=== design 1 ===
Design 1, cell classes on the final placement:
(4 px per µm)
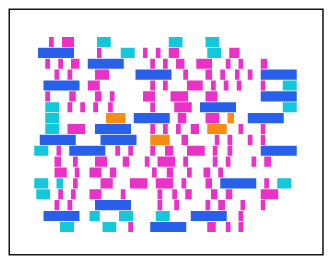

## config.mk

```make
export PLATFORM = sky130hd
export DESIGN_NAME = gray_stream_decoder
export DESIGN_NICKNAME = d
export VERILOG_FILES = /design/src/rtl/gray_pkg.sv /design/src/rtl/gray_to_bin.sv /design/src/rtl/gray_stream_decoder.sv
export SDC_FILE = /design/constraint.sdc
export NUM_CORES = 1
export LEC_CHECK = 0
export ABC_AREA = 1
export CELL_PAD_IN_SITES_DETAIL_PLACEMENT = 2
export CELL_PAD_IN_SITES_GLOBAL_PLACEMENT = 2
export CORE_ASPECT_RATIO = 0.75
export CORE_MARGIN = 5
export CORE_UTILIZATION = 32
export CTS_CLUSTER_SIZE = 12
export DETAILED_ROUTE_END_ITERATION = 10
export GPL_TIMING_DRIVEN = 0
export PLACE_DENSITY_LB_ADDON = 0.1
export SLEW_MARGIN = 25
export SYNTH_ARGS = -nofsm -noshare
export SYNTH_HDL_FRONTEND = slang
export SYNTH_SLANG_ARGS = --single-unit
```

## constraint.sdc

```tcl
create_clock -name clk -period 3.25 [get_ports clk]
set_clock_uncertainty 0.15 [all_clocks]
set_input_delay 0.325 -clock clk [delete_from_list [all_inputs] [get_ports clk]]
set_output_delay 0.325 -clock clk [all_outputs]
set_load 0.005 [all_outputs]
```

## src/rtl/gray_pkg.sv

```systemverilog
// Shared definitions for the Gray stream decoder: FSM encoding and Gray helpers.
// Purely combinational helpers; no latency.
// No flow control here; callers size operands to GMAX bits.
package gray_pkg;

    // FSM state encoding
    localparam logic [1:0] IDLE  = 2'd0;
    localparam logic [1:0] TRACK = 2'd1;
    localparam logic [1:0] FAULT = 2'd2;

    // Widest Gray word the helpers handle; narrower words are zero-extended
    localparam int GMAX = 32;

    // Gray to binary: each binary bit is the XOR of all Gray bits at or above it.
    // Zero-extension leaves the low bits of the result unchanged.
    function automatic logic [GMAX-1:0] g2b(input logic [GMAX-1:0] g);
        logic [GMAX-1:0] b;
        b[GMAX-1] = g[GMAX-1];
        for (int i = GMAX - 2; i >= 0; i--) begin
            b[i] = b[i+1] ^ g[i];
        end
        return b;
    endfunction

    // Number of set bits; 6 bits covers counts up to GMAX = 32
    function automatic logic [5:0] popcount(input logic [GMAX-1:0] v);
        logic [5:0] c;
        c = '0;
        for (int i = 0; i < GMAX; i++) begin
            c = c + {5'd0, v[i]};
        end
        return c;
    endfunction

endpackage

```

## src/rtl/gray_to_bin.sv

```systemverilog
// Gray to binary converter of width W.
// Latency: combinational, zero cycles.
// No backpressure; output follows input.
module gray_to_bin
    import gray_pkg::*;
#(
    parameter int W = 2
) (
    input  logic [W-1:0] gray_i,
    output logic [W-1:0] bin_o
);

    // Widen to the helper width, decode, keep the low W bits
    assign bin_o = W'(g2b(GMAX'(gray_i)));

endmodule

```

## src/rtl/gray_stream_decoder.sv

```systemverilog
// Decodes a sampled Gray count stream to binary, checks single-bit steps, tracks lock.
// Latency: one cycle from the sampling edge to every registered output.
// No backpressure: a valid sample is accepted on every edge; valid_in low holds all state.
module gray_stream_decoder
    import gray_pkg::*;
#(
    parameter int W          = 2,
    parameter int RESYNC_LEN = 2,
    parameter int ERR_CNT_W  = 8
) (
    input  logic                 clk,
    input  logic                 rst,
    input  logic                 valid_in,
    input  logic [W-1:0]         gray_in,
    output logic [W-1:0]         bin_out,
    output logic                 dir,
    output logic                 step_pulse,
    output logic                 step_err,
    output logic                 locked,
    output logic [ERR_CNT_W-1:0] err_cnt
);

    localparam int RS_W = $clog2(RESYNC_LEN + 1);

    logic [1:0]           state_q,   state_d;
    logic [W-1:0]         prev_q,    prev_d;
    logic [W-1:0]         bin_q,     bin_d;
    logic                 dir_q,     dir_d;
    logic                 step_q,    step_d;
    logic                 err_q,     err_d;
    logic                 locked_q,  locked_d;
    logic [ERR_CNT_W-1:0] err_cnt_q, err_cnt_d;
    logic [RS_W-1:0]      rs_cnt_q,  rs_cnt_d;

    logic [W-1:0]         bin_in;
    logic [W-1:0]         bin_prev;
    logic [5:0]           pc;
    logic                 is_legal;
    logic                 is_illegal;
    logic                 is_up;
    logic [RS_W-1:0]      rs_inc;
    logic [ERR_CNT_W-1:0] err_cnt_sat;

    gray_to_bin #(.W(W)) u_g2b_in   (.gray_i(gray_in), .bin_o(bin_in));
    gray_to_bin #(.W(W)) u_g2b_prev (.gray_i(prev_q),  .bin_o(bin_prev));

    // Classify the incoming sample against the last anchored value
    always_comb begin
        pc          = popcount(GMAX'(gray_in ^ prev_q));
        is_legal    = (pc == 6'd1);
        is_illegal  = (pc >= 6'd2);
        is_up       = (bin_in == bin_prev + W'(1));
        rs_inc      = rs_cnt_q + RS_W'(1);
        err_cnt_sat = (err_cnt_q == '1) ? err_cnt_q : err_cnt_q + ERR_CNT_W'(1);
    end

    // Next-state logic; pulses default low, everything else holds
    always_comb begin
        state_d   = state_q;
        prev_d    = prev_q;
        bin_d     = bin_q;
        dir_d     = dir_q;
        step_d    = 1'b0;
        err_d     = 1'b0;
        err_cnt_d = err_cnt_q;
        rs_cnt_d  = rs_cnt_q;
        if (valid_in) begin
            case (state_q)
                IDLE: begin
                    // First sample only anchors; it is never a step
                    prev_d  = gray_in;
                    bin_d   = bin_in;
                    state_d = TRACK;
                end
                TRACK: begin
                    if (is_legal) begin
                        prev_d = gray_in;
                        bin_d  = bin_in;
                        dir_d  = is_up;
                        step_d = 1'b1;
                    end else if (is_illegal) begin
                        prev_d    = gray_in;
                        bin_d     = bin_in;
                        err_d     = 1'b1;
                        err_cnt_d = err_cnt_sat;
                        rs_cnt_d  = '0;
                        state_d   = FAULT;
                    end
                end
                FAULT: begin
                    // Every sample re-anchors while we hunt for a clean run
                    prev_d = gray_in;
                    bin_d  = bin_in;
                    if (is_legal) begin
                        dir_d  = is_up;
                        step_d = 1'b1;
                        if (rs_inc == RS_W'(RESYNC_LEN)) begin
                            rs_cnt_d = '0;
                            state_d  = TRACK;
                        end else begin
                            rs_cnt_d = rs_inc;
                        end
                    end else if (is_illegal) begin
                        err_d     = 1'b1;
                        err_cnt_d = err_cnt_sat;
                        rs_cnt_d  = '0;
                    end
                end
                default: state_d = IDLE;
            endcase
        end
        locked_d = (state_d == TRACK);
    end

    // State and output registers, cleared asynchronously
    always_ff @(posedge clk or negedge rst) begin
        if (!rst) begin
            state_q   <= IDLE;
            prev_q    <= '0;
            bin_q     <= '0;
            dir_q     <= 1'b0;
            step_q    <= 1'b0;
            err_q     <= 1'b0;
            locked_q  <= 1'b0;
            err_cnt_q <= '0;
            rs_cnt_q  <= '0;
        end else begin
            state_q   <= state_d;
            prev_q    <= prev_d;
            bin_q     <= bin_d;
            dir_q     <= dir_d;
            step_q    <= step_d;
            err_q     <= err_d;
            locked_q  <= locked_d;
            err_cnt_q <= err_cnt_d;
            rs_cnt_q  <= rs_cnt_d;
        end
    end

    assign bin_out    = bin_q;
    assign dir        = dir_q;
    assign step_pulse = step_q;
    assign step_err   = err_q;
    assign locked     = locked_q;
    assign err_cnt    = err_cnt_q;

endmodule

```

=== design 2 ===
$ cat src/rtl/godson_rst_seq.sv
// Multi-domain reset sequencer: PLL-lock filter, power-on delay, staged domain release,
// per-domain soft reset, lock-loss recovery with loss counter, and a mode-coded heartbeat.
module godson_rst_seq #(
  parameter int NUM_DOM      = 3,
  parameter int CNT_W        = 26,
  parameter int POR_CYCLES   = 40000000,
  parameter int STAGE_CYCLES = 1024,
  parameter int LOCK_FILT    = 8,
  parameter int SOFT_MIN     = 16,
  parameter int HB_BIT       = 21
) (
  input  logic               clock,
  input  logic               reset,
  input  logic               pll_lock,
  input  logic [NUM_DOM-1:0] soft_req,
  output logic [NUM_DOM-1:0] dom_rst_n,
  output logic               all_ready,
  output logic [2:0]         state,
  output logic               heartbeat,
  output logic [7:0]         lock_lost_cnt
);

  localparam int IDX_W  = (NUM_DOM > 1) ? $clog2(NUM_DOM) : 1;
  localparam int FILT_W = $clog2(LOCK_FILT + 1);
  localparam int SOFT_W = $clog2(SOFT_MIN + 1);

  localparam logic [CNT_W-1:0]  POR_LAST   = CNT_W'(POR_CYCLES - 1);
  localparam logic [CNT_W-1:0]  STAGE_LAST = CNT_W'(STAGE_CYCLES - 1);
  localparam logic [IDX_W-1:0]  IDX_LAST   = IDX_W'(NUM_DOM - 1);
  localparam logic [FILT_W-1:0] FILT_LAST  = FILT_W'(LOCK_FILT - 1);
  localparam logic [SOFT_W-1:0] SOFT_LAST  = SOFT_W'(SOFT_MIN - 1);

  typedef enum logic [2:0] {
    S_RESET = 3'd0,
    S_WAIT  = 3'd1,
    S_POR   = 3'd2,
    S_REL   = 3'd3,
    S_RUN   = 3'd4,
    S_LOST  = 3'd5
  } state_e;

  state_e             state_q, state_d;
  logic               lk_m, lk_s;
  logic [FILT_W-1:0]  filt_q, filt_d;
  logic               lock_ok;
  logic [CNT_W-1:0]   dly_q, dly_d;
  logic [IDX_W-1:0]   idx_q, idx_d;
  logic [NUM_DOM-1:0] dom_q, dom_d;
  logic [NUM_DOM-1:0] soft_act_q, soft_act_d;
  logic [SOFT_W-1:0]  soft_cnt_q [NUM_DOM];
  logic [SOFT_W-1:0]  soft_cnt_d [NUM_DOM];
  logic [7:0]         lost_cnt_q, lost_cnt_d;
  logic               lost;
  logic               all_ready_q, all_ready_d;
  logic [HB_BIT:0]    hb_cnt_q;
  logic               hb_q, hb_d;

  // Lock counts as qualified on the LOCK_FILT-th consecutive synced-high cycle.
  assign lock_ok = lk_s && (filt_q >= FILT_LAST);

  always_comb begin
    state_d    = state_q;
    dly_d      = dly_q;
    idx_d      = idx_q;
    dom_d      = dom_q;
    soft_act_d = soft_act_q;
    soft_cnt_d = soft_cnt_q;
    lost_cnt_d = lost_cnt_q;
    lost       = 1'b0;
    filt_d     = filt_q;

    case (state_q)
      S_RESET: begin
        dom_d   = '0;
        state_d = S_WAIT;
      end
      S_WAIT: begin
        dom_d = '0;
        if (lock_ok) begin
          state_d = S_POR;
          dly_d   = '0;
        end
      end
      S_POR: begin
        if (!lk_s) begin
          lost = 1'b1;
        end else if (dly_q == POR_LAST) begin
          dom_d[0] = 1'b1;
          idx_d    = '0;
          dly_d    = '0;
          state_d  = (NUM_DOM == 1) ? S_RUN : S_REL;
        end else begin
          dly_d = dly_q + CNT_W'(1);
        end
      end
      S_REL: begin
        if (!lk_s) begin
          lost = 1'b1;
        end else if (dly_q == STAGE_LAST) begin
          idx_d        = idx_q + IDX_W'(1);
          dom_d[idx_d] = 1'b1;
          dly_d        = '0;
          if (idx_d == IDX_LAST) state_d = S_RUN;
        end else begin
          dly_d = dly_q + CNT_W'(1);
        end
      end
      S_RUN: begin
        if (!lk_s) begin
          lost = 1'b1;
        end else begin
          // Each domain holds until its request is gone and SOFT_MIN low cycles have passed.
          for (int i = 0; i < NUM_DOM; i++) begin
            if (soft_act_q[i]) begin
              if ((soft_cnt_q[i] >= SOFT_LAST) && !soft_req[i]) begin
                soft_act_d[i] = 1'b0;
              end else if (soft_cnt_q[i] < SOFT_LAST) begin
                soft_cnt_d[i] = soft_cnt_q[i] + SOFT_W'(1);
              end
            end else if (soft_req[i]) begin
              soft_act_d[i] = 1'b1;
              soft_cnt_d[i] = '0;
            end
          end
          dom_d = ~soft_act_d;
        end
      end
      default: begin
        // S_LOST and the unused encodings 6/7.
        dom_d      = '0;
        soft_act_d = '0;
        state_d    = S_WAIT;
      end
    endcase

    if (lost) begin
      state_d    = S_LOST;
      dom_d      = '0;
      soft_act_d = '0;
      for (int i = 0; i < NUM_DOM; i++) soft_cnt_d[i] = '0;
      if (lost_cnt_q != 8'hFF) lost_cnt_d = lost_cnt_q + 8'd1;
    end

    if (lost || !lk_s) begin
      filt_d = '0;
    end else if (filt_q < FILT_LAST) begin
      filt_d = filt_q + FILT_W'(1);
    end
  end

  assign all_ready_d = (state_q == S_RUN) && (state_d == S_RUN) && (&dom_d);
  assign hb_d        = (state_q == S_RUN) ? hb_cnt_q[HB_BIT] : hb_cnt_q[HB_BIT-2];

  always_ff @(posedge clock or posedge reset) begin
    if (reset) begin
      state_q     <= S_RESET;
      lk_m        <= 1'b0;
      lk_s        <= 1'b0;
      filt_q      <= '0;
      dly_q       <= '0;
      idx_q       <= '0;
      dom_q       <= '0;
      soft_act_q  <= '0;
      for (int i = 0; i < NUM_DOM; i++) soft_cnt_q[i] <= '0;
      lost_cnt_q  <= '0;
      all_ready_q <= 1'b0;
      hb_cnt_q    <= '0;
      hb_q        <= 1'b0;
    end else begin
      state_q     <= state_d;
      lk_m        <= pll_lock;
      lk_s        <= lk_m;
      filt_q      <= filt_d;
      dly_q       <= dly_d;
      idx_q       <= idx_d;
      dom_q       <= dom_d;
      soft_act_q  <= soft_act_d;
      for (int i = 0; i < NUM_DOM; i++) soft_cnt_q[i] <= soft_cnt_d[i];
      lost_cnt_q  <= lost_cnt_d;
      all_ready_q <= all_ready_d;
      hb_cnt_q    <= hb_cnt_q + (HB_BIT+1)'(1);
      hb_q        <= hb_d;
    end
  end

  assign dom_rst_n     = dom_q;
  assign all_ready     = all_ready_q;
  assign state         = state_q;
  assign heartbeat     = hb_q;
  assign lock_lost_cnt = lost_cnt_q;

endmodule

$ cat config.mk
export PLATFORM = sky130hd
export DESIGN_NAME = godson_rst_seq
export DESIGN_NICKNAME = d
export VERILOG_FILES = /design/src/rtl/godson_rst_seq.sv
export SDC_FILE = /design/constraint.sdc
export NUM_CORES = 1
export LEC_CHECK = 0
export CAP_MARGIN = 5
export CORE_AREA = 2 2 88 124
export CTS_CLUSTER_SIZE = 8
export DETAILED_ROUTE_END_ITERATION = 8
export DIE_AREA = 0 0 90 126
export SLEW_MARGIN = 20
export SYNTH_ARGS = -nofsm -noshare
export SYNTH_HDL_FRONTEND = slang
export SYNTH_SLANG_ARGS = --single-unit
export TNS_END_PERCENT = 10
$ cat constraint.sdc
create_clock -name clock -period 3.7 [get_ports clock]
set_input_delay 0.74 -clock clock [delete_from_list [all_inputs] [get_ports clock]]
set_output_delay 0.74 -clock clock [all_outputs]
set_load 0.01 [all_outputs]
=== design 3 ===
==> config.mk <==
export PLATFORM = sky130hd
export DESIGN_NAME = up_controller
export DESIGN_NICKNAME = d
export VERILOG_FILES = /design/src/rtl/up_pkg.sv /design/src/rtl/up_ctrl_decode.sv /design/src/rtl/up_controller.sv
export SDC_FILE = /design/constraint.sdc
export NUM_CORES = 1
export LEC_CHECK = 0
export ABC_AREA = 0
export ABC_CLOCK_PERIOD_IN_PS = 2600
export CAP_MARGIN = 20
export CORE_AREA = 2 2 39 41
export CTS_BUF_LIST = sky130_fd_sc_hd__clkbuf_4 sky130_fd_sc_hd__clkbuf_8 sky130_fd_sc_hd__clkbuf_16
export CTS_CLUSTER_SIZE = 16
export DETAILED_ROUTE_END_ITERATION = 10
export DIE_AREA = 0 0 41 43
export PLACE_DENSITY = 0.63
export SLEW_MARGIN = 20
export SYNTH_ARGS = -nofsm -noshare
export SYNTH_HDL_FRONTEND = slang
export SYNTH_HIERARCHICAL = 1
export SYNTH_SLANG_ARGS = --single-unit
==> constraint.sdc <==
create_clock -name Clock -period 2.6 [get_ports Clock]
set_clock_uncertainty 0.05 [all_clocks]
set_input_delay 0.52 -clock Clock [delete_from_list [all_inputs] [get_ports Clock]]
set_output_delay 0.52 -clock Clock [all_outputs]
set_load 0.01 [all_outputs]
==> src/rtl/up_pkg.sv <==
// ----------------------------------------------------------------------------
// up_pkg
//   Shared constants for the accumulator-processor control unit.
//   - Opcode values carried in IR[7:5] (OP_LOAD .. OP_HALT)
//   - FSM state encoding, 4 bits (ST_START .. ST_HALT)
//   - Accumulator mux select codes (ASEL_ADD / ASEL_IN / ASEL_RAM)
//   - ctrl_t: the control word driven towards the datapath
//   - exec_state(): opcode -> execute-state mapping used by DECODE
// ----------------------------------------------------------------------------
package up_pkg;

    localparam int OPW    = 3;  // opcode width (IR[7:5])
    localparam int ASEL_W = 2;  // accumulator-mux select width
    localparam int STW    = 4;  // state register width

    localparam logic [OPW-1:0] OP_LOAD  = 3'b000;
    localparam logic [OPW-1:0] OP_STORE = 3'b001;
    localparam logic [OPW-1:0] OP_ADD   = 3'b010;
    localparam logic [OPW-1:0] OP_SUB   = 3'b011;
    localparam logic [OPW-1:0] OP_INPUT = 3'b100;
    localparam logic [OPW-1:0] OP_JZ    = 3'b101;
    localparam logic [OPW-1:0] OP_JPOS  = 3'b110;
    localparam logic [OPW-1:0] OP_HALT  = 3'b111;

    // Execute states sit at 8..15 so that bit 3 marks "executing";
    // encodings 3..7 are unused and recover to START.
    localparam logic [STW-1:0] ST_START  = 4'h0;
    localparam logic [STW-1:0] ST_FETCH  = 4'h1;
    localparam logic [STW-1:0] ST_DECODE = 4'h2;
    localparam logic [STW-1:0] ST_LOAD   = 4'h8;
    localparam logic [STW-1:0] ST_STORE  = 4'h9;
    localparam logic [STW-1:0] ST_ADD    = 4'hA;
    localparam logic [STW-1:0] ST_SUB    = 4'hB;
    localparam logic [STW-1:0] ST_INPUT  = 4'hC;
    localparam logic [STW-1:0] ST_JZ     = 4'hD;
    localparam logic [STW-1:0] ST_JPOS   = 4'hE;
    localparam logic [STW-1:0] ST_HALT   = 4'hF;

    localparam logic [ASEL_W-1:0] ASEL_ADD = 2'b00;
    localparam logic [ASEL_W-1:0] ASEL_IN  = 2'b01;
    localparam logic [ASEL_W-1:0] ASEL_RAM = 2'b10;

    typedef struct packed {
        logic              ir_load;
        logic              jmp_mux;
        logic              pc_load;
        logic              mem_inst;
        logic              mem_wr;
        logic [ASEL_W-1:0] asel;
        logic              a_load;
        logic              sub;
        logic              halt;
    } ctrl_t;

    function automatic logic [STW-1:0] exec_state(input logic [OPW-1:0] op);
        logic [STW-1:0] st;
        case (op)
            OP_LOAD:  st = ST_LOAD;
            OP_STORE: st = ST_STORE;
            OP_ADD:   st = ST_ADD;
            OP_SUB:   st = ST_SUB;
            OP_INPUT: st = ST_INPUT;
            OP_JZ:    st = ST_JZ;
            OP_JPOS:  st = ST_JPOS;
            OP_HALT:  st = ST_HALT;
            default:  st = ST_START;
        endcase
        return st;
    endfunction

endpackage

==> src/rtl/up_ctrl_decode.sv <==
// ----------------------------------------------------------------------------
// up_ctrl_decode
//   Combinational control-word decoder. Outputs depend only on the current
//   state, except PCload in JZ/JPOS (follows the flags) and Aload in INPUT
//   (follows Enter).
// Ports
//   state_i  in  4  registered FSM state
//   aeq0_i   in  1  A == 0 flag
//   apos_i   in  1  A > 0 flag
//   enter_i  in  1  operator strobe
//   ctrl_o   out    control word (ctrl_t)
// ----------------------------------------------------------------------------
module up_ctrl_decode
    import up_pkg::*;
(
    input  logic [STW-1:0] state_i,
    input  logic           aeq0_i,
    input  logic           apos_i,
    input  logic           enter_i,
    output ctrl_t          ctrl_o
);

    always_comb begin
        // NOTE: all-zero default before the case keeps every field driven on
        // every path, so no latch is inferred and unlisted states decode to 0.
        ctrl_o = '0;
        case (state_i)
            ST_FETCH: begin
                ctrl_o.ir_load = 1'b1;
                ctrl_o.pc_load = 1'b1;
            end
            ST_DECODE: ctrl_o.mem_inst = 1'b1;
            ST_LOAD: begin
                ctrl_o.a_load = 1'b1;
                ctrl_o.asel   = ASEL_RAM;
            end
            ST_STORE: begin
                ctrl_o.mem_inst = 1'b1;
                ctrl_o.mem_wr   = 1'b1;
            end
            ST_ADD: begin
                ctrl_o.a_load = 1'b1;
                ctrl_o.asel   = ASEL_ADD;
            end
            ST_SUB: begin
                ctrl_o.a_load = 1'b1;
                ctrl_o.asel   = ASEL_ADD;
                ctrl_o.sub    = 1'b1;
            end
            ST_INPUT: begin
                ctrl_o.a_load = enter_i;
                ctrl_o.asel   = ASEL_IN;
            end
            ST_JZ: begin
                ctrl_o.jmp_mux = 1'b1;
                ctrl_o.pc_load = aeq0_i;
            end
            ST_JPOS: begin
                ctrl_o.jmp_mux = 1'b1;
                ctrl_o.pc_load = apos_i;
            end
            ST_HALT: ctrl_o.halt = 1'b1;
            default: ;
        endcase
    end

endmodule

==> src/rtl/up_controller.sv <==
// ----------------------------------------------------------------------------
// up_controller
//   Control unit for the 8-bit accumulator processor. Sequences each
//   instruction START -> FETCH -> DECODE -> EXECUTE. Holds only the state
//   register and next-state logic; the control word comes from
//   up_ctrl_decode.
// Configuration macro
//   CTRL_SINGLE_STEP_EN : adds input Step; START holds until Step=1.
// Ports
//   Clock    in   1  system clock
//   Reset    in   1  synchronous, active-high; forces START
//   Step     in   1  (CTRL_SINGLE_STEP_EN only) run/step enable
//   IR       in   3  opcode IR[7:5]
//   Aeq0     in   1  A == 0
//   Apos     in   1  A > 0
//   Enter    in   1  operator strobe, completes INPUT
//   IRload, JMPmux, PCload, Meminst, MemWr, Asel[1:0], Aload, Sub, Halt  out
// ----------------------------------------------------------------------------
module up_controller
    import up_pkg::*;
(
    input  logic              Clock,
    input  logic              Reset,
`ifdef CTRL_SINGLE_STEP_EN
    input  logic              Step,
`endif
    input  logic [OPW-1:0]    IR,
    input  logic              Aeq0,
    input  logic              Apos,
    input  logic              Enter,
    output logic              IRload,
    output logic              JMPmux,
    output logic              PCload,
    output logic              Meminst,
    output logic              MemWr,
    output logic [ASEL_W-1:0] Asel,
    output logic              Aload,
    output logic              Sub,
    output logic              Halt
);

    logic [STW-1:0] state_q, state_d;
    ctrl_t          ctrl;

    always_comb begin
        state_d = ST_START;
        case (state_q)
`ifdef CTRL_SINGLE_STEP_EN
            ST_START:  state_d = Step ? ST_FETCH : ST_START;
`else
            ST_START:  state_d = ST_FETCH;
`endif
            ST_FETCH:  state_d = ST_DECODE;
            ST_DECODE: state_d = exec_state(IR);
            ST_INPUT:  state_d = Enter ? ST_START : ST_INPUT;
            ST_HALT:   state_d = ST_HALT;
            // One-cycle execute states and illegal encodings return to START.
            default:   state_d = ST_START;
        endcase
    end

    always_ff @(posedge Clock) begin
        // NOTE: non-blocking assignment for the state register so every
        // reader sees the pre-edge value within the same time step.
        if (Reset) state_q <= ST_START;
        else       state_q <= state_d;
    end

    up_ctrl_decode u_decode (
        .state_i (state_q),
        .aeq0_i  (Aeq0),
        .apos_i  (Apos),
        .enter_i (Enter),
        .ctrl_o  (ctrl)
    );

    assign IRload  = ctrl.ir_load;
    assign JMPmux  = ctrl.jmp_mux;
    assign PCload  = ctrl.pc_load;
    assign Meminst = ctrl.mem_inst;
    assign MemWr   = ctrl.mem_wr;
    assign Asel    = ctrl.asel;
    assign Aload   = ctrl.a_load;
    assign Sub     = ctrl.sub;
    assign Halt    = ctrl.halt;

    // Outside INPUT, at most one of the register/memory load strobes is active.
    a_single_load: assert property (@(posedge Clock) disable iff (Reset)
        (state_q != ST_INPUT) |-> $onehot0({IRload, Aload, MemWr}));

endmodule

=== design 4 ===
`src/rtl/step_profile_pkg.sv`:
```
// step_profile_pkg: FSM states and default timing shared with stepper_motor_driver
package step_profile_pkg;
    typedef enum logic [2:0] {IDLE, DIR_SETUP, ACCEL, CRUISE, DECEL} state_t;
    localparam int DEF_DEBOUNCE_CYCLES  = 500_000;
    localparam int DEF_PERIOD_W         = 20;
    localparam int DEF_MAX_PERIOD       = 250_000;
    localparam int DEF_MIN_PERIOD       = 25_000;
    localparam int DEF_ACCEL_STEP       = 2_500;
    localparam int DEF_STEP_HIGH_CYCLES = 100;
    localparam int DEF_DIR_SETUP_CYCLES = 50;
endpackage

```
`src/rtl/step_profile_generator_switch_debouncer.sv`:
```
// switch_debouncer: 2-FF synchronizer followed by a stability counter
import step_profile_pkg::*;

module switch_debouncer #(
    parameter int DEBOUNCE_CYCLES = DEF_DEBOUNCE_CYCLES
) (
    input  logic clk,
    input  logic reset,
    input  logic raw_in,
    output logic db_out
);
    localparam int CW = $clog2(DEBOUNCE_CYCLES + 1);
    logic [1:0]    sync;
    logic [CW-1:0] cnt;
    always_ff @(posedge clk) begin
        if (reset) begin
            sync   <= '0;
            cnt    <= '0;
            db_out <= 1'b0;
        end else begin
            sync <= {sync[0], raw_in};
            if (sync[1] == db_out)
                cnt <= '0;
            else if (cnt == CW'(DEBOUNCE_CYCLES - 1)) begin
                cnt    <= '0;
                db_out <= sync[1];
            end else
                cnt <= cnt + 1'b1;
        end
    end
endmodule

```
`src/rtl/step_profile_generator.sv`:
```
// step_profile_generator: debounced enable/dir to a ramped step/dir pulse train;
// every reversal decelerates to a stop and re-runs the dir setup time.
import step_profile_pkg::*;

module step_profile_generator #(
    parameter int DEBOUNCE_CYCLES  = DEF_DEBOUNCE_CYCLES,
    parameter int PERIOD_W         = DEF_PERIOD_W,
    parameter int MAX_PERIOD       = DEF_MAX_PERIOD,
    parameter int MIN_PERIOD       = DEF_MIN_PERIOD,
    parameter int ACCEL_STEP       = DEF_ACCEL_STEP,
    parameter int STEP_HIGH_CYCLES = DEF_STEP_HIGH_CYCLES,
    parameter int DIR_SETUP_CYCLES = DEF_DIR_SETUP_CYCLES
) (
    input  logic                clk,
    input  logic                reset,
    input  logic                dir_switch_in,
    input  logic                enable_switch_in,
    output logic                step_out,
    output logic                dir_out,
    output logic                busy,
    output logic                at_speed,
    output logic [PERIOD_W-1:0] cur_period
);
    localparam int SW = $clog2(DIR_SETUP_CYCLES + 1);
    localparam logic [PERIOD_W-1:0] MAX_P = PERIOD_W'(MAX_PERIOD);
    localparam logic [PERIOD_W-1:0] MIN_P = PERIOD_W'(MIN_PERIOD);

    if (!(STEP_HIGH_CYCLES < MIN_PERIOD && MIN_PERIOD <= MAX_PERIOD &&
          MAX_PERIOD < 2**PERIOD_W && ACCEL_STEP >= 1 &&
          DIR_SETUP_CYCLES >= 1 && DEBOUNCE_CYCLES >= 1)) begin : g_bad_params
        $error("step_profile_generator: illegal parameters");
    end

    logic en_db, dir_db;
    switch_debouncer #(.DEBOUNCE_CYCLES(DEBOUNCE_CYCLES)) u_en_db (
        .clk(clk), .reset(reset), .raw_in(enable_switch_in), .db_out(en_db));
    switch_debouncer #(.DEBOUNCE_CYCLES(DEBOUNCE_CYCLES)) u_dir_db (
        .clk(clk), .reset(reset), .raw_in(dir_switch_in), .db_out(dir_db));

    state_t              state, state_n;
    logic [PERIOD_W-1:0] pc, pc_n, per_n, dec;
    logic [PERIOD_W:0]   sum;
    logic [SW-1:0]       sc, sc_n;
    logic                dir_n, step_n, bnd, stop, inc_top;

    always_ff @(posedge clk) begin
        if (reset) begin
            state      <= IDLE;
            pc         <= '0;
            sc         <= '0;
            cur_period <= MAX_P;
            dir_out    <= 1'b0;
            step_out   <= 1'b0;
        end else begin
            state      <= state_n;
            pc         <= pc_n;
            sc         <= sc_n;
            cur_period <= per_n;
            dir_out    <= dir_n;
            step_out   <= step_n;
        end
    end

    always_comb begin
        state_n = state;
        pc_n    = pc;
        per_n   = cur_period;
        dir_n   = dir_out;
        sc_n    = sc;
        bnd     = pc == cur_period - 1'b1;
        stop    = !en_db || (dir_db != dir_out);
        sum     = {1'b0, cur_period} + (PERIOD_W+1)'(ACCEL_STEP);
        inc_top = sum >= (PERIOD_W+1)'(MAX_PERIOD);
        dec     = ({1'b0, cur_period} > (PERIOD_W+1)'(MIN_PERIOD + ACCEL_STEP)) ?
                  cur_period - PERIOD_W'(ACCEL_STEP) : MIN_P;
        case (state)
            IDLE: begin
                per_n = MAX_P;
                pc_n  = '0;
                if (en_db) begin
                    dir_n   = dir_db;
                    sc_n    = SW'(DIR_SETUP_CYCLES - 1);
                    state_n = DIR_SETUP;
                end
            end
            DIR_SETUP: begin
                sc_n    = (sc == '0) ? sc : sc - 1'b1;
                state_n = (sc == '0) ? ACCEL : DIR_SETUP;
            end
            default: begin
                pc_n = bnd ? '0 : pc + 1'b1;
                // Stop requests are taken only at a boundary so a pulse is never cut short
                if (bnd && (state == DECEL || stop)) begin
                    per_n   = inc_top ? MAX_P : sum[PERIOD_W-1:0];
                    state_n = inc_top ? IDLE : (stop ? DECEL : ACCEL);
                end else if (bnd) begin
                    per_n   = dec;
                    state_n = (dec == MIN_P) ? CRUISE : ACCEL;
                end
            end
        endcase
        step_n = (state_n inside {ACCEL, CRUISE, DECEL}) && pc_n < PERIOD_W'(STEP_HIGH_CYCLES);
    end

    assign busy     = state != IDLE;
    assign at_speed = state == CRUISE;
endmodule

```
`config.mk`:
```
export PLATFORM = sky130hd
export DESIGN_NAME = step_profile_generator
export DESIGN_NICKNAME = d
export VERILOG_FILES = /design/src/rtl/step_profile_pkg.sv /design/src/rtl/step_profile_generator_switch_debouncer.sv /design/src/rtl/step_profile_generator.sv
export SDC_FILE = /design/constraint.sdc
export NUM_CORES = 1
export LEC_CHECK = 0
export ABC_AREA = 1
export CORE_ASPECT_RATIO = 0.5
export CORE_MARGIN = 3
export CORE_UTILIZATION = 35
export CTS_CLUSTER_DIAMETER = 100
export DETAILED_ROUTE_END_ITERATION = 16
export HOLD_SLACK_MARGIN = 0.02
export PLACE_DENSITY = 0.63
export SETUP_SLACK_MARGIN = 0.2
export SYNTH_ARGS = -nofsm -noshare
export SYNTH_HDL_FRONTEND = slang
export SYNTH_SLANG_ARGS = --single-unit
```
`constraint.sdc`:
```
create_clock -name clk -period 3.5 [get_ports clk]
set_clock_uncertainty 0.05 [all_clocks]
set_input_delay 0.525 -clock clk [delete_from_list [all_inputs] [get_ports clk]]
set_output_delay 0.525 -clock clk [all_outputs]
set_load 0.02 [all_outputs]
```
Design 2, sequential cells coloured by netlist name:
(2 px per µm) Other sequential cells in the stronger grey, the rest of the logic in the fainter grey.
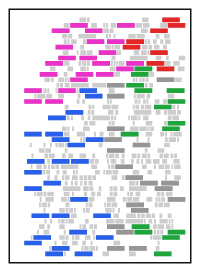
[`dly_q`] blue | placed flops: 26
[`lock_lost_cnt`] red | placed flops: 8 | where: upper right
[`hb_cnt_q`] magenta | placed flops: 22
[`soft_cnt_q`] green | placed flops: 15
not coloured: 19
Power Sequential: 1.06 mW
Seq area share: 43.21%
register area: 0.002252 mm²
post-layout util: 50.90%

==> flow_summary.ini, design 2 <==
; physical design summary
[route]
via_per_inst = 5.480

[worst_setup_path]
r2r_cells = 5
path_buffers = 1
crit_path_cell_trace = nor3b_1 -> o21ai_0 -> buf_4 -> a31oi_1 -> mux2_2

[floorplanning]
die_h_um = 126
core_area_mm2 = 0.01024

[power]
p_clk_mw = 0.865
maxPowerGroup = sequential cells
leakage_nw = 2.276

[final_timing]
worstMarginPinSlew_ns = 0.8856
setup_viol = 0

[placement]
pre_cts_slack_ns = 1.258
port-buffer-count = 21
numPlacedInstances = 615

[outcome]
status = completed

[clocking]
cts-root-buf = clkbuf_16

[worst_hold_path]
worstHoldEndpoint = lk_s
worstHoldPathCells = 0

[synth]
synthTopCellsByCount = dfrtp_1 (90), nor2_1 (43), nand2_1 (41), xnor2_1 (39), inv_1 (24)
ys_async_sr_fraction_pct = 100.0
syn_avg_cell_area_um2 = 9.852

[finish]
signal_buffers = 26
largest_register = dly_q
design 2: worst max path at each step:
stage	cells past startpoint	startpoint	slack [ns]	endpoint
after CTS	5	state[0]	1.26	lock_lost_cnt[1]
after floorplan	1	reset	0.62	all_ready
after global routing	5	state[0]	1.13	lock_lost_cnt[1]
after global placement	5	state[0]	1.29	lock_lost_cnt[1]
after detailed placement	5	soft_req[0]	1.26	soft_cnt_q[13]
final	5	state[0]	1.27	lock_lost_cnt[1]
design 2: routing by layer:
layer / wire length, µm / GRT usage, %
met1: 4278 / 21.23
met2: 4656 / 29.81
met3: 249 / 3.828
met4: 121 / 5.882
met5: 0 / 0
Design 4, cell classes on the final placement:
(1.5 px per µm)
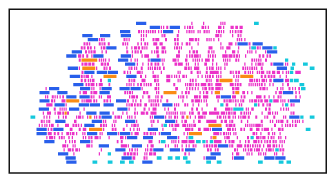
[other buffers and delay cells] cyan | cells: 46
[clock drivers and dummy loads] orange | cells: 16
[flops] blue | cells: 95
[all other logic] magenta | cells: 1074

==> flow_summary.ini, design 4 <==
; physical design summary
[outcome]
status = completed

[global_routing]
gr-usage-met3_pct = 5.159
gr-usage-met2_pct = 33.92

[final_timing]
worst_slack_ns = 0.4708
finalClockPeriodUsage_pct = 86.55
fin_crit_ns = 3.029

[finish]
antenna-diode-count = 0
clockBufferCount = 11
nets = 1238
finish.utilization_pct = 40.85
fillers = 2127
fin_area_mm2 = 0.008152
sh_seq_area_pct = 23.33

[route]
top_layer = met4
wl_met1_um = 10190
via_per_inst = 5.233

[floorplanning]
ioPinCount = 28
die_w_um = 210.4

[power]
seq_power_share_pct = 50.4
seq-power_mw = 1.08

[synth]
top_area_cell = dfxtp_1
ys_sh_simple_pct = 44.65
ys_sh_aoi_pct = 11.21
synth_nets = 1215

[worst_setup_path]
crit_start = cur_period[2]
r2r_start = cur_period[2]

[clocking]
cts_hold_buf = 0
-- design 4: critical path, stage by stage, from the launching register on --
cell      delay [ns]
dfxtp_1         0.39
inv_4           0.17
ha_2            0.25
nand2_2         0.13
inv_2           0.12
nand2_2         0.08
nor2_4          0.14
nand2_1         0.07
nand2_1         0.12
nand2_1         0.06
inv_1           0.05
nand2_1         0.05
nor2_2          0.13
nand2_2         0.08
nor2_4          0.14
nand3_4         0.16
nor2_8          0.21
nand2_4         0.09
inv_2           0.14
o21ai_1         0.11
o211ai_1        0.09
nand2_1         0.08
inv_1           0.06
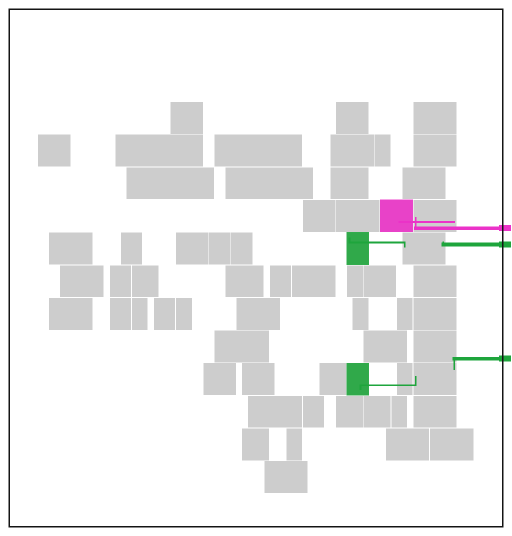
Design 3: I/O nets highlighted
(12 px per µm)
[`Asel`] green | bits: 2 | direction: output | edge: right | end cells: 2 | buffers: 2 | wire: 20.0 µm
[`Aeq0`] magenta | bits: 1 | direction: input | edge: right | end cells: 1 | buffers: 1 | wire: 12.2 µm
I/O pins: 18
PortBufs: 17

Design 3, clock wires, drivers and flops:
(6 px per µm)
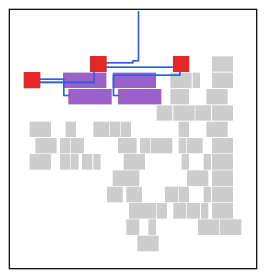
[flip-flops] purple | count: 4
[clock wires] blue | length: 68.8 µm
[cells driving clock nets] red | count: 3
routed clock nets: 4

==> flow_summary.ini, design 3 <==
; physical design summary
[finish]
reg_top3 = state_q: 4 flops
nets = 72
largest_register = state_q
clock_area_share_pct = 4.206

[final_timing]
hold_violations = 0
worst_slack_ns = 0.1888

[synth]
ys_seq_share_pct = 24.81
synth.distinct_cells = 24
ys_sh_aoi_pct = 22.48
xor_share_pct = 0

[power]
pg_comb_mw = 0.0690
peakVddDrop_uv = 360.2

[worst_setup_path]
crit_path_end = Aload
crit_fanout = 2
cp.arrival_ns = 1.84
r2r_start = state_q[1]

[outcome]
status = completed

[route]
via_per_inst = 4.885

[worst_hold_path]
worstHoldPathCells = 2

[clocking]
cts_tree = built
h-tree-depth = 1
design 3: cells in the mapped netlist (all sizes together):
cell    number  area [µm²]
nor2         5       18.77
o21ai        3       15.01
a31oi        1       6.260
nand4        1       12.51
a21oi        2       10.01
nand2b       3       18.77
dfxtp        4       80.08
nor3         4       30.03
inv          2       7.510
and4bb       1       12.51
and2b        1       7.510
o21ba        1       10.01
and3         2       13.77
nor2b        1       8.760
a211oi       1       7.510
nand3        3       15.01
nor3b        1       7.510
a22oi        1       7.510
a311oi       1       8.760
nand2        2       7.510
o21bai       1       7.510
mux2i        1       10.01
Design 1, I/O nets highlighted:
(6 px per µm)
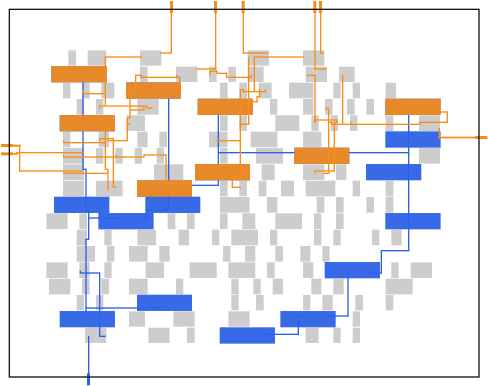
[`err_cnt`] orange | bits: 8 | direction: output | edge: 5 top, 2 left, 1 right | end cells: 8 | buffers: 8 | wire: 350 µm
[`rst`] blue | bits: 1 | direction: input | edge: bottom | end cells: 19 | buffers: 2 | wire: 208 µm

About 'cell classes on the final placement' of design 1:
[flops] blue | cells: 19
[all other logic] magenta | cells: 118
[clock drivers and dummy loads] orange | cells: 4
[other buffers and delay cells] cyan | cells: 20

==> flow_summary.ini, design 1 <==
; physical design summary
[finish]
regArea_um2 = 475.5
flops = 19
nNonClkInverters = 16
clockBufferCount = 3
largest_reg_flops = 8

[route]
top_layer = met4
wl_met1_um = 1302

[worst_hold_path]
hold_path_class = reg -> reg
worstHoldEndpoint = bin_out[0]

[placement]
placed_area_mm2 = 0.001341

[clocking]
clock-sinks = 19

[synth]
synthTopCellsByArea = dfrtp_1 (43%), nand2_1 (16%), ha_1 (9.0%), inv_1 (5.1%), xnor2_1 (4.7%)
ys_sh_mux_pct = 0
top_area_cell = dfrtp_1
ys_sh_simple_pct = 30.18
synth_nets = 151
top_logic_kind = simple AND/OR/NAND/NOR gates

[job]
drv_cap = 0

[global_routing]
grt_pass1_wl_um = 4871
gr-usage-met2_pct = 23.00

[worst_setup_path]
r2r-end = err_cnt[7]
crit_fanout = 9
worstSetupPathType = in -> reg
crit_path_cell_trace = clkdlybuf4s50_1 -> xnor2_1 -> inv_1 -> ha_1 -> inv_1 -> nand2_1 -> nor2_2 -> nand2_4 -> inv_4 -> nand2_1 -> nand2_1

[power]
pg_comb_mw = 0.511
switchingPower_mw = 0.4352
combPwrFrac_pct = 48.5

[outcome]
status = completed

[floorplanning]
fp_util_pct = 33.56
## design 1: cell usage in the layout (no fill, tap or decap), types with 3 or more instances in the layout
cell | netlist | layout
a21oi_1 | 5 | 5
clkbuf_8 | 0 | 3
clkdlybuf4s50_1 | 0 | 17
dfrtp_1 | 19 | 19
ha_1 | 8 | 8
inv_1 | 15 | 15
nand2_1 | 48 | 48
nand3_1 | 5 | 5
nor2_1 | 10 | 10
o21ai_0 | 3 | 3
xnor2_1 | 6 | 6
xor2_1 | 3 | 3

==> screenshots <==
Placed standard cells.
picture 1
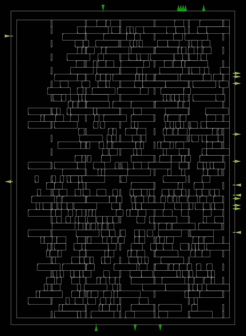
picture 2
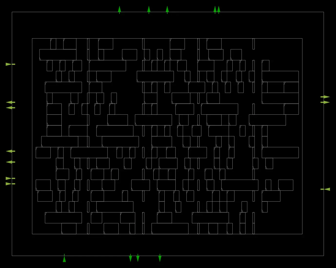
picture 3
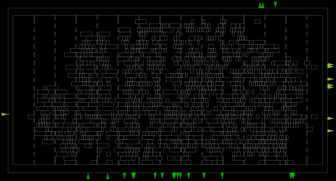
picture 4
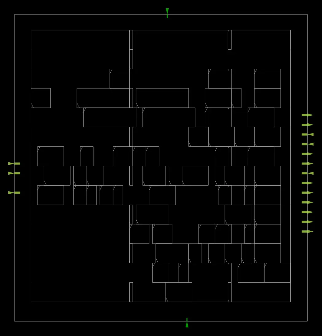
picture 2 -> design 1
picture 4 -> design 3
picture 3 -> design 4
picture 1 -> design 2


=== design 5 ===
`src/rtl/io_responder.sv`:
```
// -----------------------------------------------------------------------------
// io_responder
//
// Slave end of the CPU bus for the I/O window. Holds three registers:
//   DIR  (BASE_ADDR)     : last word captured from the input peripheral
//   DOR  (BASE_ADDR + 4) : write-only port into a small FIFO that drains to
//                          the output peripheral over valid/ready
//   SR   (BASE_ADDR + 8) : status flags and FIFO occupancy
// The bus control code is decoded locally:
//   00 idle, 01 read, 10 write, 11 ignored.
// Every access completes in the cycle it is presented.
//
// SR layout:
//   [0] in_full     DIR holds a word the CPU has not read yet
//   [1] fifo_full   DOR FIFO holds FIFO_DEPTH words
//   [2] fifo_empty  DOR FIFO holds no words
//   [3] in_overrun  sticky, input word lost while DIR was full
//   [4] wr_drop     sticky, DOR write lost while FIFO was full
//   [7:5]           zero
//   [8+CW-1:8]      FIFO word count, CW = clog2(FIFO_DEPTH)+1
//   remaining bits  zero
// Reading SR clears both sticky flags on the next edge, unless the same flag
// is set again in that cycle.
//
// Ports:
//   clk_i        system clock, all state updates on the rising edge
//   rst_i        synchronous reset, active-low
//   a_bus_i      bus address
//   c_bus_i      bus control code
//   wr_data_i    CPU write data
//   rd_data_o    read data: DIR or SR selected by address, else 0 (comb.)
//   hit_o        address matches DIR, DOR or SR (comb.)
//   in_valid_i   input peripheral strobe, one word per high cycle
//   in_data_i    input peripheral data
//   in_ready_o   DIR can take a word without overrun
//   out_valid_o  DOR FIFO non-empty
//   out_data_o   DOR FIFO head (0 while empty)
//   out_ready_i  output peripheral accepts the head this cycle
// -----------------------------------------------------------------------------
module io_responder #(
  parameter logic [31:0] BASE_ADDR  = 32'h0000_0404,
  parameter int          FIFO_DEPTH = 4,
  parameter int          DW         = 32
) (
  input  logic          clk_i,
  input  logic          rst_i,
  input  logic [31:0]   a_bus_i,
  input  logic [1:0]    c_bus_i,
  input  logic [DW-1:0] wr_data_i,
  output logic [DW-1:0] rd_data_o,
  output logic          hit_o,
  input  logic          in_valid_i,
  input  logic [DW-1:0] in_data_i,
  output logic          in_ready_o,
  output logic          out_valid_o,
  output logic [DW-1:0] out_data_o,
  input  logic          out_ready_i
);

  localparam int PW = $clog2(FIFO_DEPTH);
  localparam int CW = PW + 1;

  localparam logic [31:0]   DIR_ADDR = BASE_ADDR;
  localparam logic [31:0]   DOR_ADDR = BASE_ADDR + 32'd4;
  localparam logic [31:0]   SR_ADDR  = BASE_ADDR + 32'd8;
  localparam logic [1:0]    C_READ   = 2'b01;
  localparam logic [1:0]    C_WRITE  = 2'b10;
  localparam logic [CW-1:0] DEPTH_C  = CW'(FIFO_DEPTH);

  // ---------------------------------------------------------------------------
  // State
  // ---------------------------------------------------------------------------
  logic [DW-1:0] dir_q,      dir_d;
  logic          in_full_q,  in_full_d;
  logic          overrun_q,  overrun_d;
  logic          wr_drop_q,  wr_drop_d;
  logic [PW-1:0] rd_ptr_q,   rd_ptr_d;
  logic [PW-1:0] wr_ptr_q,   wr_ptr_d;
  logic [CW-1:0] count_q,    count_d;
  logic [DW-1:0] mem_q [FIFO_DEPTH];

  // ---------------------------------------------------------------------------
  // Bus decode
  // ---------------------------------------------------------------------------
  logic sel_dir, sel_dor, sel_sr;
  logic dir_rd, sr_rd, dor_wr;

  always_comb begin
    sel_dir = (a_bus_i == DIR_ADDR);
    sel_dor = (a_bus_i == DOR_ADDR);
    sel_sr  = (a_bus_i == SR_ADDR);
    dir_rd  = sel_dir && (c_bus_i == C_READ);
    sr_rd   = sel_sr  && (c_bus_i == C_READ);
    dor_wr  = sel_dor && (c_bus_i == C_WRITE);
  end

  assign hit_o = sel_dir | sel_dor | sel_sr;

  // ---------------------------------------------------------------------------
  // Status word
  // ---------------------------------------------------------------------------
  logic          fifo_full, fifo_empty;
  logic [DW-1:0] sr_word;

  assign fifo_full  = (count_q == DEPTH_C);
  assign fifo_empty = (count_q == '0);

  always_comb begin
    sr_word          = '0;
    sr_word[0]       = in_full_q;
    sr_word[1]       = fifo_full;
    sr_word[2]       = fifo_empty;
    sr_word[3]       = overrun_q;
    sr_word[4]       = wr_drop_q;
    sr_word[8 +: CW] = count_q;
  end

  // Read mux follows the address only; DOR and unmapped addresses read 0.
  always_comb begin
    rd_data_o = '0;
    if (sel_dir) begin
      rd_data_o = dir_q;
    end else if (sel_sr) begin
      rd_data_o = sr_word;
    end
  end

  // ---------------------------------------------------------------------------
  // Input path
  // ---------------------------------------------------------------------------
  // A word is accepted when DIR is free, or when the CPU is emptying DIR in
  // this very cycle: the old value goes out on the bus, the new one is
  // latched and DIR stays full without counting as an overrun.
  logic in_accept, overrun_set;

  assign in_accept   = in_valid_i && (!in_full_q || dir_rd);
  assign overrun_set = in_valid_i && in_full_q && !dir_rd;
  assign in_ready_o  = ~in_full_q;

  always_comb begin
    dir_d     = dir_q;
    in_full_d = in_full_q;
    if (in_accept) begin
      dir_d     = in_data_i;
      in_full_d = 1'b1;
    end else if (dir_rd) begin
      in_full_d = 1'b0;
    end
  end

  // ---------------------------------------------------------------------------
  // Output FIFO
  // ---------------------------------------------------------------------------
  // A pop in the same cycle frees a slot, so a write into a full FIFO that
  // is also draining is still accepted.
  logic fifo_pop, fifo_push, drop_set;

  assign out_valid_o = ~fifo_empty;
  assign fifo_pop    = out_valid_o && out_ready_i;
  assign fifo_push   = dor_wr && (!fifo_full || fifo_pop);
  assign drop_set    = dor_wr && fifo_full && !fifo_pop;
  assign out_data_o  = out_valid_o ? mem_q[rd_ptr_q] : '0;

  always_comb begin
    rd_ptr_d = rd_ptr_q;
    wr_ptr_d = wr_ptr_q;
    count_d  = count_q;
    if (fifo_pop) begin
      rd_ptr_d = rd_ptr_q + PW'(1);
    end
    if (fifo_push) begin
      wr_ptr_d = wr_ptr_q + PW'(1);
    end
    unique case ({fifo_push, fifo_pop})
      2'b10:   count_d = count_q + CW'(1);
      2'b01:   count_d = count_q - CW'(1);
      default: count_d = count_q;
    endcase
  end

  // ---------------------------------------------------------------------------
  // Sticky flags: a set in the cycle of the clearing read wins.
  // ---------------------------------------------------------------------------
  always_comb begin
    overrun_d = overrun_set || (overrun_q && !sr_rd);
    wr_drop_d = drop_set    || (wr_drop_q && !sr_rd);
  end

  // ---------------------------------------------------------------------------
  // Registers
  // ---------------------------------------------------------------------------
  always_ff @(posedge clk_i) begin
    if (!rst_i) begin
      dir_q     <= '0;
      in_full_q <= 1'b0;
      overrun_q <= 1'b0;
      wr_drop_q <= 1'b0;
      rd_ptr_q  <= '0;
      wr_ptr_q  <= '0;
      count_q   <= '0;
    end else begin
      dir_q     <= dir_d;
      in_full_q <= in_full_d;
      overrun_q <= overrun_d;
      wr_drop_q <= wr_drop_d;
      rd_ptr_q  <= rd_ptr_d;
      wr_ptr_q  <= wr_ptr_d;
      count_q   <= count_d;
    end
  end

  // Storage needs no reset: the pointers and count define what is valid,
  // and the output is forced to 0 while empty.
  always_ff @(posedge clk_i) begin
    if (rst_i && fifo_push) begin
      mem_q[wr_ptr_q] <= wr_data_i;
    end
  end

endmodule

```
`config.mk`:
```
export PLATFORM = sky130hd
export DESIGN_NAME = io_responder
export DESIGN_NICKNAME = d
export VERILOG_FILES = /design/src/rtl/io_responder.sv
export SDC_FILE = /design/constraint.sdc
export NUM_CORES = 1
export LEC_CHECK = 0
export ABC_CLOCK_PERIOD_IN_PS = 3200
export CAP_MARGIN = 20
export CORE_MARGIN = 2
export CORE_UTILIZATION = 30
export DETAILED_ROUTE_END_ITERATION = 8
export GPL_ROUTABILITY_DRIVEN = 0
export PLACE_DENSITY_LB_ADDON = 0.08
export SYNTH_ARGS = -nofsm -noshare
export SYNTH_HDL_FRONTEND = slang
export SYNTH_SLANG_ARGS = --single-unit
```
`constraint.sdc`:
```
create_clock -name clk_i -period 3.2 [get_ports clk_i]
set_clock_uncertainty 0.2 [all_clocks]
set_input_delay 0.48 -clock clk_i [delete_from_list [all_inputs] [get_ports clk_i]]
set_output_delay 0.48 -clock clk_i [all_outputs]
set_load 0.005 [all_outputs]
```
Design 5, placed standard cells:
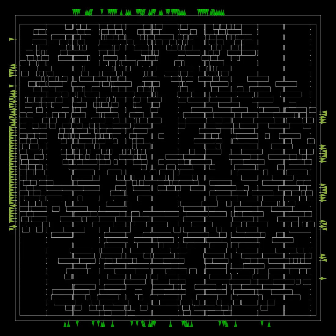
post-layout util: 43.16%
CORE AREA: 0.02361 mm²
Seq Cell Count: 172

==> flow_summary.ini <==
; physical design summary
[outcome]
status = completed

[floorplanning]
num_rows = 56
ioPinCount = 169

[job]
drv_cap = 0

[final_timing]
worstMarginPinSlew_ns = 0.6388
worst_slack_ns = 0.08985
rsz0062_at_grt = false
slew_viol_final = 0

[synth]
yosys-stat-area_mm2 = 0.007274
synth_nets = 584
ff_type = edfxtp_1

[worst_setup_path]
slowest_stage = or4b_2
cp-start-kind = input pin

[clocking]
clk_pin_slew_worst_paths_ns = 0.07
clockBufferDepth = 2

[power]
switchingPower_mw = 0.9958
combPwrFrac_pct = 4.9
power.density_mw_per_mm2 = 486.9
maxPowerGroup = sequential cells

[finish]
sh_seq_area_pct = 46.41
nets = 775
regArea_mm2 = 0.004730

[worst_hold_path]
worstHoldPathCells = 2
-- layer usage --
| layer | global-route usage, % | up-vias |
|---|---|---|
| met1 | 16.99 | 2281 |
| li1 | - | 2154 |
| met4 | 4.380 | 2 |
| met3 | 4.468 | 16 |
| met2 | 23.36 | 108 |
| met5 | 0 | - |
-- cells by family after synthesis --
logic type | share of synthesized area, %
AOI/OAI and AO/OA | 2.098
xor gates and xnor gates | 0.3613
adders and majority gates | 0.9632
buffers and inverters | 2.649
DFF | 64.95
muxes | 14.60
and+or+nand+nor | 14.38


==> notes/layouts.md <==
Pictures saved along the way, in no particular order.

I/O nets highlighted.
shot_01.png
(3 px per µm)
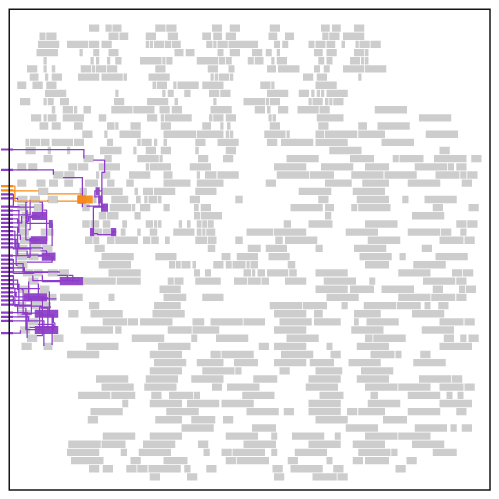
shot_02.png
(4 px per µm)
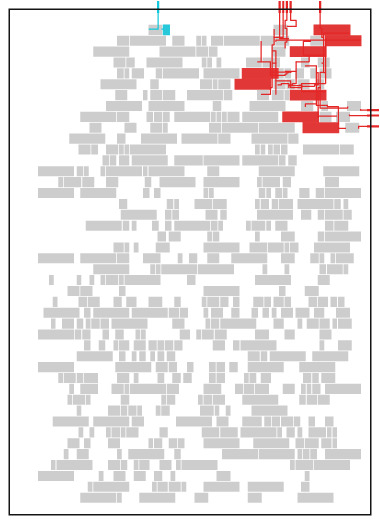
shot_03.png
(3 px per µm)
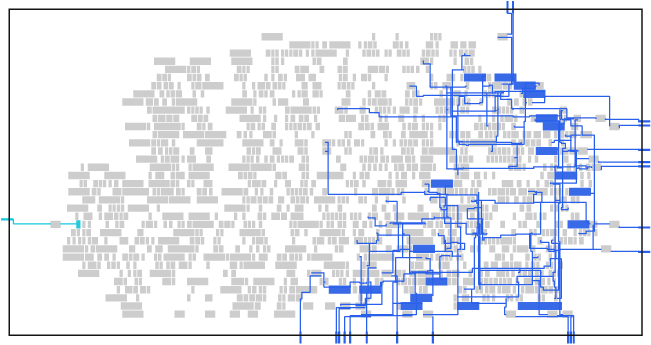
For design 4, see shot_03.png.
For design 2, see shot_02.png.
For design 5, see shot_01.png.

Key to shot_01.png:
[`a_bus_i`] purple | bits: 32 | direction: input | edge: left | end cells: 14 | buffers: 33 | wire: 663 µm
[`c_bus_i`] orange | bits: 2 | direction: input | edge: left | end cells: 2 | buffers: 2 | wire: 52.7 µm

No activity file was given, so power comes from the tool's default toggle rates.
